==================== scarv_cop_mem_arbiter
scarv_cop_mem_arbiter, clock nets:
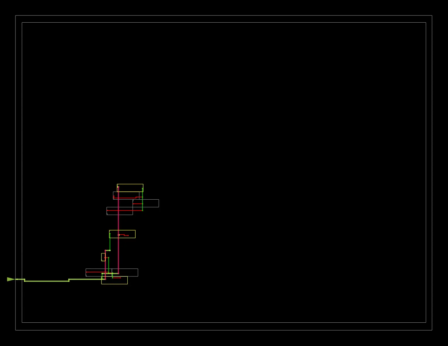

**src/rtl/scarv_cop_mem_arbiter_pkg.sv**
```systemverilog
// scarv_cop_mem_arbiter_pkg: grant FSM state encodings and port ids shared by the arbiter and its picker
package scarv_cop_mem_arbiter_pkg;
  typedef enum logic [1:0] {
    ARB_IDLE = 2'd0,
    ARB_OWN0 = 2'd1,
    ARB_OWN1 = 2'd2
  } arb_state_e;
  typedef enum logic {
    ARB_P0 = 1'b0,
    ARB_P1 = 1'b1
  } arb_port_e;
endpackage

```
**src/rtl/scarv_cop_mem_arb_pick.sv**
```systemverilog
// scarv_cop_mem_arb_pick: combinational winner select; round-robin when SCARV_COP_MEM_ARB_RR_EN is defined, otherwise fixed P0 priority with a consec-count override for P1
module scarv_cop_mem_arb_pick
  import scarv_cop_mem_arbiter_pkg::*;
#(
  parameter int MAX_CONSEC = 4,
  parameter int CW = $clog2(MAX_CONSEC + 1)
) (
  input  logic          p0_cen,
  input  logic          p1_cen,
  input  arb_port_e     last,
  input  logic [CW-1:0] consec,
  output arb_port_e     win
);
`ifdef SCARV_COP_MEM_ARB_RR_EN
  logic unused_consec;
  assign unused_consec = ^consec;
  assign win = p1_cen & (!p0_cen | last == ARB_P0) ? ARB_P1 : ARB_P0;
`else
  localparam logic [CW-1:0] MAXC = CW'(MAX_CONSEC);
  logic unused_last;
  assign unused_last = last == ARB_P1;
  assign win = p1_cen & (!p0_cen | consec == MAXC) ? ARB_P1 : ARB_P0;
`endif
endmodule

```
**src/rtl/scarv_cop_mem_arbiter.sv**
```systemverilog
// scarv_cop_mem_arbiter: shares one memory port between host (P0) and COP LSU (P1); SCARV_COP_MEM_ARB_RR_EN selects round-robin over fixed priority
module scarv_cop_mem_arbiter
  import scarv_cop_mem_arbiter_pkg::*;
#(
  parameter int AW = 32,
  parameter int DW = 32,
  parameter int MAX_CONSEC = 4
) (
  input  logic          g_clk,
  input  logic          g_resetn,
  output logic          g_clk_req,
  input  logic          p0_cen,
  input  logic          p0_wen,
  input  logic [AW-1:0] p0_addr,
  input  logic [DW-1:0] p0_wdata,
  input  logic [DW/8-1:0] p0_ben,
  output logic [DW-1:0] p0_rdata,
  output logic          p0_stall,
  output logic          p0_error,
  input  logic          p1_cen,
  input  logic          p1_wen,
  input  logic [AW-1:0] p1_addr,
  input  logic [DW-1:0] p1_wdata,
  input  logic [DW/8-1:0] p1_ben,
  output logic [DW-1:0] p1_rdata,
  output logic          p1_stall,
  output logic          p1_error,
  output logic          mem_cen,
  output logic          mem_wen,
  output logic [AW-1:0] mem_addr,
  output logic [DW-1:0] mem_wdata,
  output logic [DW/8-1:0] mem_ben,
  input  logic [DW-1:0] mem_rdata,
  input  logic          mem_stall,
  input  logic          mem_error
);
  localparam int CW = $clog2(MAX_CONSEC + 1);
  localparam logic [CW-1:0] MAXC = CW'(MAX_CONSEC);
  arb_state_e state_q, state_d;
  arb_port_e last_q, last_d, win;
  logic [CW-1:0] consec_q, consec_d;
  logic own0, own1, grant, done;
  scarv_cop_mem_arb_pick #(.MAX_CONSEC(MAX_CONSEC), .CW(CW)) u_pick (
    .p0_cen (p0_cen),
    .p1_cen (p1_cen),
    .last   (last_q),
    .consec (consec_q),
    .win    (win)
  );
  assign own0 = state_q == ARB_OWN0;
  assign own1 = state_q == ARB_OWN1;
  assign grant = state_q == ARB_IDLE & (p0_cen | p1_cen);
  assign g_clk_req = p0_cen | p1_cen | state_q != ARB_IDLE;
  assign mem_cen = own0 & p0_cen | own1 & p1_cen;
  assign done = mem_cen & !mem_stall;
  assign mem_wen = mem_cen & (own1 ? p1_wen : p0_wen);
  assign mem_addr = mem_cen ? (own1 ? p1_addr : p0_addr) : '0;
  assign mem_wdata = mem_cen ? (own1 ? p1_wdata : p0_wdata) : '0;
  assign mem_ben = mem_cen ? (own1 ? p1_ben : p0_ben) : '0;
  assign p0_stall = own0 ? mem_stall : p0_cen;
  assign p1_stall = own1 ? mem_stall : p1_cen;
  assign p0_rdata = own0 & done ? mem_rdata : '0;
  assign p1_rdata = own1 & done ? mem_rdata : '0;
  assign p0_error = own0 & done & mem_error;
  assign p1_error = own1 & done & mem_error;
  assign consec_d = !p1_cen | grant & win == ARB_P1 ? '0 :
                    grant & consec_q != MAXC ? consec_q + 1'b1 : consec_q;
  // Grant from IDLE to the picked port; drop back to IDLE on completion or abort
  always_comb begin
    state_d = state_q;
    last_d  = last_q;
    if (grant) begin
      state_d = win == ARB_P0 ? ARB_OWN0 : ARB_OWN1;
      last_d  = win;
    end else if (state_q != ARB_IDLE && !(mem_cen && mem_stall)) begin
      state_d = ARB_IDLE;
    end
  end
  // State, last-grant and anti-starvation counter registers
  always_ff @(posedge g_clk or negedge g_resetn) begin
    if (!g_resetn) begin
      state_q  <= ARB_IDLE;
      last_q   <= ARB_P1;
      consec_q <= '0;
    end else begin
      state_q  <= state_d;
      last_q   <= last_d;
      consec_q <= consec_d;
    end
  end
endmodule

```
**config.mk**
```make
export PLATFORM = sky130hd
export DESIGN_NAME = scarv_cop_mem_arbiter
export DESIGN_NICKNAME = d
export VERILOG_FILES = /design/src/rtl/scarv_cop_mem_arbiter_pkg.sv /design/src/rtl/scarv_cop_mem_arb_pick.sv /design/src/rtl/scarv_cop_mem_arbiter.sv
export SDC_FILE = /design/constraint.sdc
export NUM_CORES = 1
export LEC_CHECK = 0
export CELL_PAD_IN_SITES_DETAIL_PLACEMENT = 0
export CELL_PAD_IN_SITES_GLOBAL_PLACEMENT = 1
export CORE_ASPECT_RATIO = 0.75
export CORE_MARGIN = 2
export CORE_UTILIZATION = 12
export DETAILED_ROUTE_END_ITERATION = 6
export PLACE_DENSITY_LB_ADDON = 0.1
export SYNTH_ARGS = -nofsm -noshare
export SYNTH_HDL_FRONTEND = slang
export SYNTH_HIERARCHICAL = 1
export SYNTH_SLANG_ARGS = --single-unit
```
**constraint.sdc**
```tcl
create_clock -name g_clk -period 2.8 [get_ports g_clk]
set_input_delay 0.28 -clock g_clk [delete_from_list [all_inputs] [get_ports g_clk]]
set_output_delay 0.28 -clock g_clk [all_outputs]
set_load 0.02 [all_outputs]
```
==================== hex_display_scan
[src/rtl/seg_pkg.sv]
// Shared seven-segment constants: active-low glyphs ordered {G,F,E,D,C,B,A}.
package seg_pkg;

    localparam logic [6:0] SEG_BLANK = 7'h7F;

    localparam logic [6:0] GLYPH_0 = 7'b1000000;
    localparam logic [6:0] GLYPH_1 = 7'b1111001;
    localparam logic [6:0] GLYPH_2 = 7'b0100100;
    localparam logic [6:0] GLYPH_3 = 7'b0110000;
    localparam logic [6:0] GLYPH_4 = 7'b0011001;
    localparam logic [6:0] GLYPH_5 = 7'b0010010;
    localparam logic [6:0] GLYPH_6 = 7'b0000010;
    localparam logic [6:0] GLYPH_7 = 7'b1111000;
    localparam logic [6:0] GLYPH_8 = 7'b0000000;
    localparam logic [6:0] GLYPH_9 = 7'b0010000;
    localparam logic [6:0] GLYPH_A = 7'b0001000;
    localparam logic [6:0] GLYPH_B = 7'b0000011;
    localparam logic [6:0] GLYPH_C = 7'b1000110;
    localparam logic [6:0] GLYPH_D = 7'b0100001;
    localparam logic [6:0] GLYPH_E = 7'b0000110;
    localparam logic [6:0] GLYPH_F = 7'b0001110;

endpackage

[src/rtl/hex_glyph.sv]
// Combinational hex nibble to active-low seven-segment glyph decoder.
module hex_glyph
    import seg_pkg::*;
(
    input  logic [3:0] nibble,
    output logic [6:0] seg
);

    always_comb begin
        seg = SEG_BLANK;
        case (nibble)
            4'h0: seg = GLYPH_0;
            4'h1: seg = GLYPH_1;
            4'h2: seg = GLYPH_2;
            4'h3: seg = GLYPH_3;
            4'h4: seg = GLYPH_4;
            4'h5: seg = GLYPH_5;
            4'h6: seg = GLYPH_6;
            4'h7: seg = GLYPH_7;
            4'h8: seg = GLYPH_8;
            4'h9: seg = GLYPH_9;
            4'hA: seg = GLYPH_A;
            4'hB: seg = GLYPH_B;
            4'hC: seg = GLYPH_C;
            4'hD: seg = GLYPH_D;
            4'hE: seg = GLYPH_E;
            4'hF: seg = GLYPH_F;
            default: seg = SEG_BLANK;
        endcase
    end

endmodule

[src/rtl/hex_display_scan.sv]
// Multiplexed hex display scanner with shadowed frame, anti-ghost guard band
// and optional leading-zero blanking; all outputs registered.
module hex_display_scan
    import seg_pkg::*;
#(
    parameter int DIGITS      = 4,
    parameter int REFRESH_DIV = 50000,
    parameter int GUARD       = 16,
    parameter int BLANK_LZ    = 1
) (
    input  logic                  CLK,
    input  logic                  RESET_N,
    input  logic [4*DIGITS-1:0]   VALUE,
    input  logic [DIGITS-1:0]     DP,
    input  logic                  EN,
    output logic [6:0]            S,
    output logic                  DP_N,
    output logic [DIGITS-1:0]     AN,
    output logic                  FRAME
);

    localparam int CNT_W = $clog2(REFRESH_DIV);
    localparam int IDX_W = (DIGITS > 1) ? $clog2(DIGITS) : 1;

    logic [CNT_W-1:0]      cnt;
    logic [IDX_W-1:0]      idx;
    logic [4*DIGITS-1:0]   shadow_value;
    logic [DIGITS-1:0]     shadow_dp;

    logic [DIGITS:0]       zero_from;
    logic [3:0]            nibble_sel;
    logic                  dp_sel;
    logic                  blank_sel;
    logic [DIGITS-1:0]     an_sel;
    logic                  slot_active;
    logic                  frame_start;
    logic [6:0]            glyph;

    // zero_from[i] is set when nibbles i..DIGITS-1 of the shadow are all zero
    always_comb begin
        zero_from = '0;
        zero_from[DIGITS] = 1'b1;
        for (int i = DIGITS - 1; i >= 0; i--) begin
            zero_from[i] = zero_from[i+1] && (shadow_value[i*4 +: 4] == 4'h0);
        end
    end

    always_comb begin
        nibble_sel = 4'h0;
        dp_sel     = 1'b0;
        blank_sel  = 1'b0;
        an_sel     = '1;
        for (int i = 0; i < DIGITS; i++) begin
            if (idx == IDX_W'(i)) begin
                nibble_sel = shadow_value[i*4 +: 4];
                dp_sel     = shadow_dp[i];
                blank_sel  = (BLANK_LZ != 0) && (i > 0) && zero_from[i];
                an_sel[i]  = 1'b0;
            end
        end
    end

    assign slot_active = (int'(cnt) >= GUARD);
    assign frame_start = (cnt == '0) && (idx == '0);

    hex_glyph u_glyph (
        .nibble (nibble_sel),
        .seg    (glyph)
    );

    always_ff @(posedge CLK or negedge RESET_N) begin
        if (!RESET_N) begin
            cnt          <= '0;
            idx          <= '0;
            shadow_value <= '0;
            shadow_dp    <= '0;
            S            <= SEG_BLANK;
            DP_N         <= 1'b1;
            AN           <= '1;
            FRAME        <= 1'b0;
        end else if (!EN) begin
            cnt   <= '0;
            idx   <= '0;
            S     <= SEG_BLANK;
            DP_N  <= 1'b1;
            AN    <= '1;
            FRAME <= 1'b0;
        end else begin
            if (frame_start) begin
                shadow_value <= VALUE;
                shadow_dp    <= DP;
            end
            FRAME <= frame_start;

            if (cnt == CNT_W'(REFRESH_DIV - 1)) begin
                cnt <= '0;
                idx <= (idx == IDX_W'(DIGITS - 1)) ? '0 : idx + 1'b1;
            end else begin
                cnt <= cnt + 1'b1;
            end

            // Guard cycles keep every anode dark so the previous digit cannot ghost
            AN   <= slot_active ? an_sel : '1;
            S    <= (slot_active && !blank_sel) ? glyph : SEG_BLANK;
            DP_N <= slot_active ? ~dp_sel : 1'b1;
        end
    end

endmodule

[config.mk]
export PLATFORM = sky130hd
export DESIGN_NAME = hex_display_scan
export DESIGN_NICKNAME = d
export VERILOG_FILES = /design/src/rtl/seg_pkg.sv /design/src/rtl/hex_glyph.sv /design/src/rtl/hex_display_scan.sv
export SDC_FILE = /design/constraint.sdc
export NUM_CORES = 1
export LEC_CHECK = 0
export CAP_MARGIN = 20
export CORE_MARGIN = 2
export CORE_UTILIZATION = 45
export DETAILED_ROUTE_END_ITERATION = 10
export PLACE_DENSITY = 0.68
export REMOVE_ABC_BUFFERS = 1
export SETUP_SLACK_MARGIN = 0.1
export SKIP_LAST_GASP = 1
export SLEW_MARGIN = 30
export SYNTH_ARGS = -nofsm -noshare
export SYNTH_HDL_FRONTEND = slang
export SYNTH_SLANG_ARGS = --single-unit
[constraint.sdc]
create_clock -name CLK -period 2.65 [get_ports CLK]
set_clock_uncertainty 0.1 [all_clocks]
set_input_delay 0.265 -clock CLK [delete_from_list [all_inputs] [get_ports CLK]]
set_output_delay 0.265 -clock CLK [all_outputs]
set_load 0.005 [all_outputs]
==================== instr_fetch_unit_flat
--- src/rtl/instr_fetch_unit_if.sv ---
// rtl/instr_fetch_unit_if.sv - fetch-stage bus: instruction memory port, decode handshake, redirect
interface instr_fetch_unit_if #(
    parameter int PC_W    = 10,
    parameter int INSTR_W = 24
);
    // Instruction memory request/response
    logic               imem_req;
    logic [PC_W-1:0]    imem_addr;
    logic               imem_valid;
    logic [INSTR_W-1:0] imem_data;

    // Presented instruction towards control unit / decode
    logic               instr_valid;
    logic               instr_ready;
    logic [INSTR_W-1:0] instr;
    logic [3:0]         opcode;
    logic [PC_W-1:0]    instr_pc;

    // Branch resolution redirect
    logic               redirect;
    logic [PC_W-1:0]    redirect_pc;

    // Halt status
    logic               halted;

    modport master (
        output imem_req, imem_addr,
        input  imem_valid, imem_data,
        output instr_valid, instr, opcode, instr_pc,
        input  instr_ready,
        input  redirect, redirect_pc,
        output halted
    );

    modport slave (
        input  imem_req, imem_addr,
        output imem_valid, imem_data,
        input  instr_valid, instr, opcode, instr_pc,
        output instr_ready,
        output redirect, redirect_pc,
        input  halted
    );
endinterface

--- src/rtl/instr_fetch_unit.sv ---
// rtl/instr_fetch_unit.sv - instruction fetch stage; optional halt-on-0xF opcode via IFETCH_HALT_EN
module instr_fetch_unit #(
    parameter int              PC_W     = 10,
    parameter logic [PC_W-1:0] RESET_PC = '0,
    parameter int              INSTR_W  = 24
) (
    input  logic                  clk,
    input  logic                  rst,
    instr_fetch_unit_if.master    bus
);

`ifdef IFETCH_HALT_EN
    typedef enum logic [2:0] {
        ST_IDLE,
        ST_FETCH,
        ST_WAIT,
        ST_HOLD,
        ST_HALTED
    } state_t;
`else
    typedef enum logic [1:0] {
        ST_IDLE,
        ST_FETCH,
        ST_WAIT,
        ST_HOLD
    } state_t;
`endif

    localparam logic [PC_W-1:0] PC_ONE = 1;

    state_t             state, state_n;
    logic [PC_W-1:0]    pc, pc_n;
    // Set when the outstanding request was issued for a PC that has since been redirected away from
    logic               kill, kill_n;
    logic [INSTR_W-1:0] instr_q, instr_n;
    logic [PC_W-1:0]    instr_pc_q, instr_pc_n;
    logic               valid_q, valid_n;

`ifdef IFETCH_HALT_EN
    logic               halted_q, halted_n;
    logic               halt_op;

    assign halt_op = (instr_q[INSTR_W-1 -: 4] == 4'hF);
`endif

    // Outputs come only from registers or the state decode; nothing passes combinationally from inputs
    assign bus.imem_req    = (state == ST_FETCH);
    assign bus.imem_addr   = pc;
    assign bus.instr_valid = valid_q;
    assign bus.instr       = instr_q;
    assign bus.opcode      = instr_q[INSTR_W-1 -: 4];
    assign bus.instr_pc    = instr_pc_q;
`ifdef IFETCH_HALT_EN
    assign bus.halted      = halted_q;
`else
    assign bus.halted      = 1'b0;
`endif

    // State and datapath registers, cleared asynchronously
    always_ff @(posedge clk or posedge rst) begin
        if (rst) begin
            state      <= ST_IDLE;
            pc         <= RESET_PC;
            kill       <= 1'b0;
            instr_q    <= '0;
            instr_pc_q <= '0;
            valid_q    <= 1'b0;
`ifdef IFETCH_HALT_EN
            halted_q   <= 1'b0;
`endif
        end else begin
            state      <= state_n;
            pc         <= pc_n;
            kill       <= kill_n;
            instr_q    <= instr_n;
            instr_pc_q <= instr_pc_n;
            valid_q    <= valid_n;
`ifdef IFETCH_HALT_EN
            halted_q   <= halted_n;
`endif
        end
    end

    // Next-state logic; redirect outranks every other event in every state
    always_comb begin
        state_n    = state;
        pc_n       = pc;
        kill_n     = kill;
        instr_n    = instr_q;
        instr_pc_n = instr_pc_q;
        valid_n    = valid_q;
`ifdef IFETCH_HALT_EN
        halted_n   = halted_q;
`endif
        case (state)
            ST_IDLE: begin
                state_n = ST_FETCH;
                if (bus.redirect) begin
                    pc_n = bus.redirect_pc;
                end
            end

            ST_FETCH: begin
                // The request already left with the old PC, so its response must be dropped
                state_n = ST_WAIT;
                if (bus.redirect) begin
                    pc_n   = bus.redirect_pc;
                    kill_n = 1'b1;
                end
            end

            ST_WAIT: begin
                if (bus.redirect) begin
                    pc_n = bus.redirect_pc;
                    if (bus.imem_valid) begin
                        // The stale response lands in the redirect cycle itself: nothing left to kill
                        kill_n  = 1'b0;
                        state_n = ST_FETCH;
                    end else begin
                        kill_n = 1'b1;
                    end
                end else if (bus.imem_valid) begin
                    if (kill) begin
                        kill_n  = 1'b0;
                        state_n = ST_FETCH;
                    end else begin
                        instr_n    = bus.imem_data;
                        instr_pc_n = pc;
                        valid_n    = 1'b1;
                        state_n    = ST_HOLD;
                    end
                end
            end

            ST_HOLD: begin
                if (bus.redirect) begin
                    pc_n    = bus.redirect_pc;
                    valid_n = 1'b0;
                    state_n = ST_FETCH;
                end else if (bus.instr_ready) begin
                    valid_n = 1'b0;
                    pc_n    = pc + PC_ONE;
                    state_n = ST_FETCH;
`ifdef IFETCH_HALT_EN
                    if (halt_op) begin
                        pc_n     = pc;
                        halted_n = 1'b1;
                        state_n  = ST_HALTED;
                    end
`endif
                end
            end

`ifdef IFETCH_HALT_EN
            ST_HALTED: begin
                if (bus.redirect) begin
                    pc_n     = bus.redirect_pc;
                    halted_n = 1'b0;
                    state_n  = ST_FETCH;
                end
            end
`endif

            default: begin
                state_n = ST_IDLE;
            end
        endcase
    end

endmodule

--- src/flat_wrapper.sv ---
// flat-port wrapper written by rule: the top's interface ports become plain ports
module instr_fetch_unit_flat 
#(
    parameter int              PC_W     = 10,
    parameter logic [PC_W-1:0] RESET_PC = '0,
    parameter int              INSTR_W  = 24
)
  (clk, rst, bus_imem_req, bus_imem_addr, bus_imem_valid, bus_imem_data, bus_instr_valid, bus_instr, bus_opcode, bus_instr_pc, bus_instr_ready, bus_redirect, bus_redirect_pc, bus_halted);
  instr_fetch_unit_if #(.PC_W(PC_W), .INSTR_W(INSTR_W)) bus_i ();
  input  logic clk;
  input  logic rst;
  output wire logic [$bits(bus_i.imem_req)-1:0] bus_imem_req;
  output wire logic [$bits(bus_i.imem_addr)-1:0] bus_imem_addr;
  input wire logic [$bits(bus_i.imem_valid)-1:0] bus_imem_valid;
  input wire logic [$bits(bus_i.imem_data)-1:0] bus_imem_data;
  output wire logic [$bits(bus_i.instr_valid)-1:0] bus_instr_valid;
  output wire logic [$bits(bus_i.instr)-1:0] bus_instr;
  output wire logic [$bits(bus_i.opcode)-1:0] bus_opcode;
  output wire logic [$bits(bus_i.instr_pc)-1:0] bus_instr_pc;
  input wire logic [$bits(bus_i.instr_ready)-1:0] bus_instr_ready;
  input wire logic [$bits(bus_i.redirect)-1:0] bus_redirect;
  input wire logic [$bits(bus_i.redirect_pc)-1:0] bus_redirect_pc;
  output wire logic [$bits(bus_i.halted)-1:0] bus_halted;
  assign bus_imem_req = bus_i.imem_req;
  assign bus_imem_addr = bus_i.imem_addr;
  assign bus_i.imem_valid = bus_imem_valid;
  assign bus_i.imem_data = bus_imem_data;
  assign bus_instr_valid = bus_i.instr_valid;
  assign bus_instr = bus_i.instr;
  assign bus_opcode = bus_i.opcode;
  assign bus_instr_pc = bus_i.instr_pc;
  assign bus_i.instr_ready = bus_instr_ready;
  assign bus_i.redirect = bus_redirect;
  assign bus_i.redirect_pc = bus_redirect_pc;
  assign bus_halted = bus_i.halted;
  instr_fetch_unit #(.PC_W(PC_W), .RESET_PC(RESET_PC), .INSTR_W(INSTR_W)) u_core (.clk(clk), .rst(rst), .bus(bus_i));
endmodule
--- config.mk ---
export PLATFORM = sky130hd
export DESIGN_NAME = instr_fetch_unit_flat
export DESIGN_NICKNAME = d
export VERILOG_FILES = /design/src/rtl/instr_fetch_unit_if.sv /design/src/rtl/instr_fetch_unit.sv /design/src/flat_wrapper.sv
export SDC_FILE = /design/constraint.sdc
export NUM_CORES = 1
export LEC_CHECK = 0
export CORE_MARGIN = 2
export CORE_UTILIZATION = 39
export DETAILED_ROUTE_END_ITERATION = 12
export PLACE_DENSITY_LB_ADDON = 0.15
export SYNTH_ARGS = -nofsm -noshare
export SYNTH_HDL_FRONTEND = slang
export SYNTH_SLANG_ARGS = --single-unit
--- constraint.sdc ---
create_clock -name clk -period 3.3 [get_ports clk]
set_clock_uncertainty 0.1 [all_clocks]
set_input_delay 0.33 -clock clk [delete_from_list [all_inputs] [get_ports clk]]
set_output_delay 0.33 -clock clk [all_outputs]
set_load 0.02 [all_outputs]
hex_display_scan, clock nets:
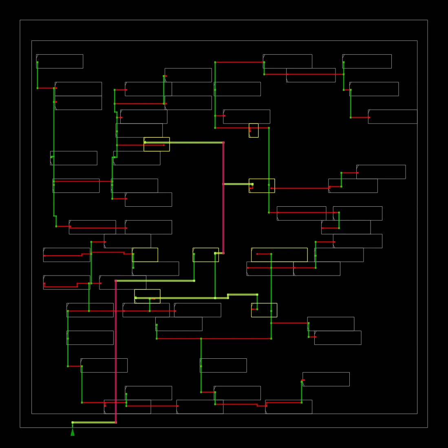
power attributed to the clock group: 0.555 mW
CLK BUF: 6
clock sink count: 51
CTS buffer count: 5

==> results.cfg, hex_display_scan <==
; generated from flow reports
[clock_network]
tritoncts_clock_tree = yes
cts_setup_buffers = 0

[placed_design]
gp_congestion = 0.8566
dp_worst_setup_slack_ps = 338.6

[synthesis]
yosys.stat.seqShare_pct = 49.38
yosysCellCount = 226
post_synth_xor_area_fraction_pct = 4.689
netlist.top_cell.by_instances = sky130_fd_sc_hd__dfrtp_1
cell_types_with_the_highest_counts_after_synthesis = sky130_fd_sc_hd__dfrtp_1 (39), sky130_fd_sc_hd__mux2_1 (22), sky130_fd_sc_hd__nor2_1 (21)

[drt]
ant_nets = 0

[die]
taps = 72

[power]
power.sequential.fraction_pct = 50.6
pwr_density_cell_nw_per_um2 = 580.2
ir_drop_mv = 0.2878

[final_layout]
clock_area_share_pct = 3.714

[global_routing]
grt_remaining_overflow = 0

[run]
cap_violations = 0

[outcome]
outcome = finished, final reports clean

[timing]
worst_slew_pin_slew_ps = 560.5

[worst_hold_path]
min-delay-path-class = input port to asynchronous set/reset pin
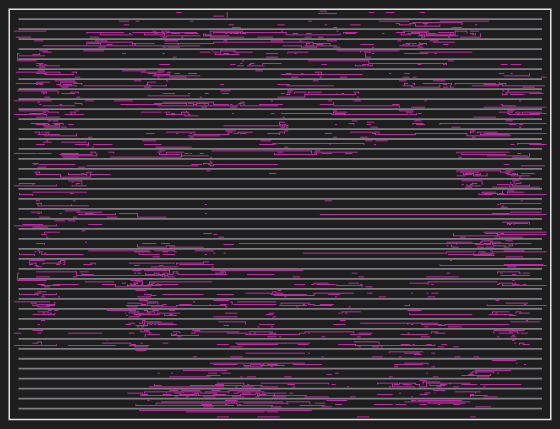
scarv_cop_mem_arbiter: M1 wires
Supply wires on this layer in grey.
The longest straight run is 65.8 microns. The layer carries 4830 microns of wire. The wires run mostly horizontal.

About 'clock nets' of scarv_cop_mem_arbiter:
CTS buffer count: 3
clock sink count: 5

==> results.cfg, scarv_cop_mem_arbiter <==
; generated from flow reports
[outcome]
outcome = finished, final reports clean

[run]
warning_count = 27

[drt]
dr_wl_met2_microns = 6106
ant_nets = 0

[setup_path]
worstPathMaxFanout = 42
critical_path_cell_count = 5
r2r_endpoint = state_q[0]$_DFFE_PN0P_

[power]
maxPowerGroup = combinational logic
powerSeq_mw = 0.0987
internal_power_mw = 0.8288
power_combinational_mw = 1.06

[final_layout]
layout_top_cell = sky130_fd_sc_hd__clkdlybuf4s50_1
top_register = consec_q
logic_area_sq_um = 1523
drive_above_1_share_pct = 2.804
layout.comb_gates.multi_input = 305

[die]
i_o_pins = 315
floorplan.core_area_sq_um = 15130
die_w_microns = 147.1

[placed_design]
dp_worst_setup_slack_ps = 334.9

[timing]
fin_worst_skew_ps = 1.587
clock.fmax_mhz = 404.5

[global_routing]
grt_start_max_net_pins = 73
grt_remaining_overflow = 0
global_route.usage.total_pct = 13.44

[synthesis]
netlist_area_pre_place_sq_um = 1842

[clock_network]
clk_pin_slew_ps = 30
instr_fetch_unit_flat, M1 wires:
Supply wires on this layer in grey.
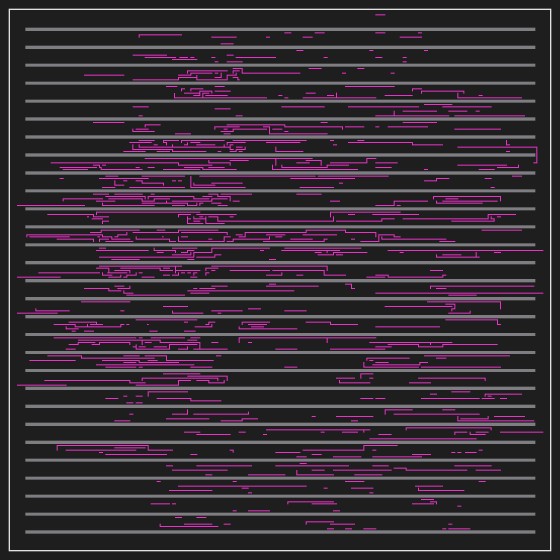
The layer carries 2440 microns of wire. The wires run mostly horizontal. The longest straight run is 25.3 microns. 259 nets have wire on it.

==> results.cfg, instr_fetch_unit_flat <==
; generated from flow reports
[synthesis]
synth.distinct_cells = 36
netlist_area_pre_place_sq_um = 2361
post_synth_xor_area_fraction_pct = 0
ys_sh_mux_pct = 21.41

[final_layout]
final_cell_area_sq_um = 3342
dominant_cells = registers
flop_area_sq_um = 1201

[outcome]
outcome = finished, final reports clean

[clock_network]
insertion_delay_late_pin_ps = 290
cts_root_buffer = sky130_fd_sc_hd__clkbuf_8

[die]
fp-row-count = 28

[power]
power_leakage_nw = 1.455

[setup_path]
worstReg2RegStart = u_core.state[0]$_DFFE_PP0P_

[drt]
vias = 1715

[timing]
rsz_0062_raised_after_global_routing = false

[placed_design]
dpl_cell_area_sq_um = 3213

==> notes/layouts.md <==
Pictures saved along the way, in no particular order.

Supply network.
Pins as bars on the die edge.
image #1
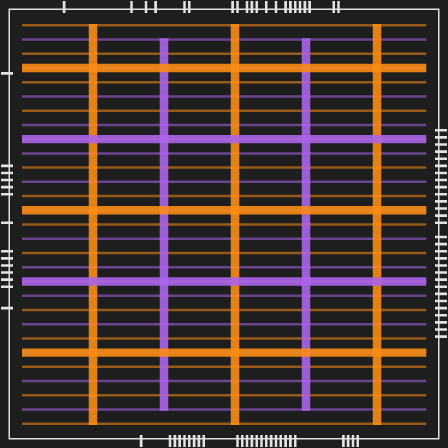
image #2
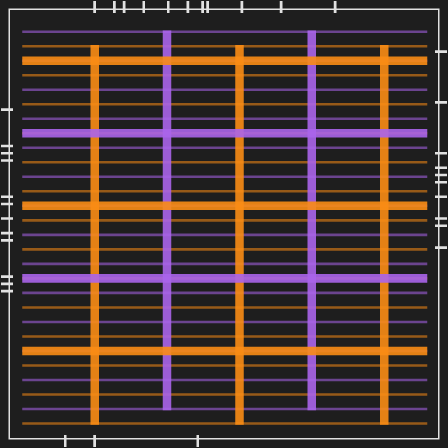
image #3
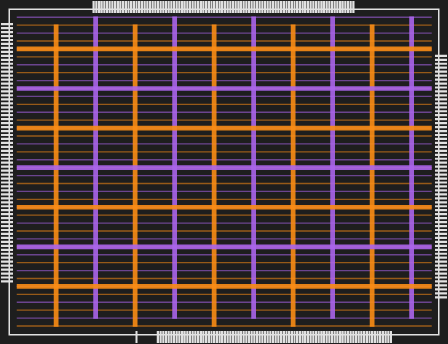
- hex_display_scan = image #2
- scarv_cop_mem_arbiter = image #3
- instr_fetch_unit_flat = image #1

Key to image #1:
Key: orange = VSS; purple = VDD
29 met1 rails follow the rows. The core has 28 rows. 5 straps on met4. 5 straps on met5.



==> notes/layouts.md <==
Pictures saved along the way, in no particular order.

Gate families picked out.
picture 1
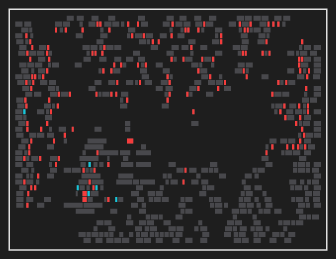
picture 2
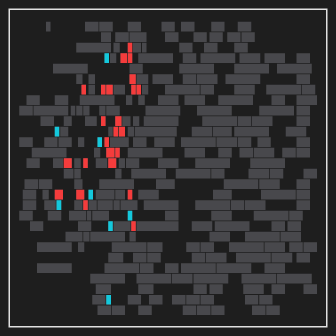
picture 3
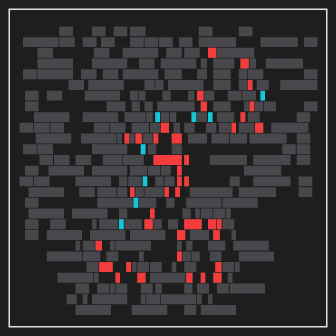
The one with the most cells is picture 1.
instr_fetch_unit_flat -> picture 2
scarv_cop_mem_arbiter -> picture 1
hex_display_scan -> picture 3

Key to picture 1:
Key: cyan = inverters [cells 6, where south-west]; red = NAND gates [cells 148]

Power figures rest on the tool's default switching activity, not on a simulated workload.
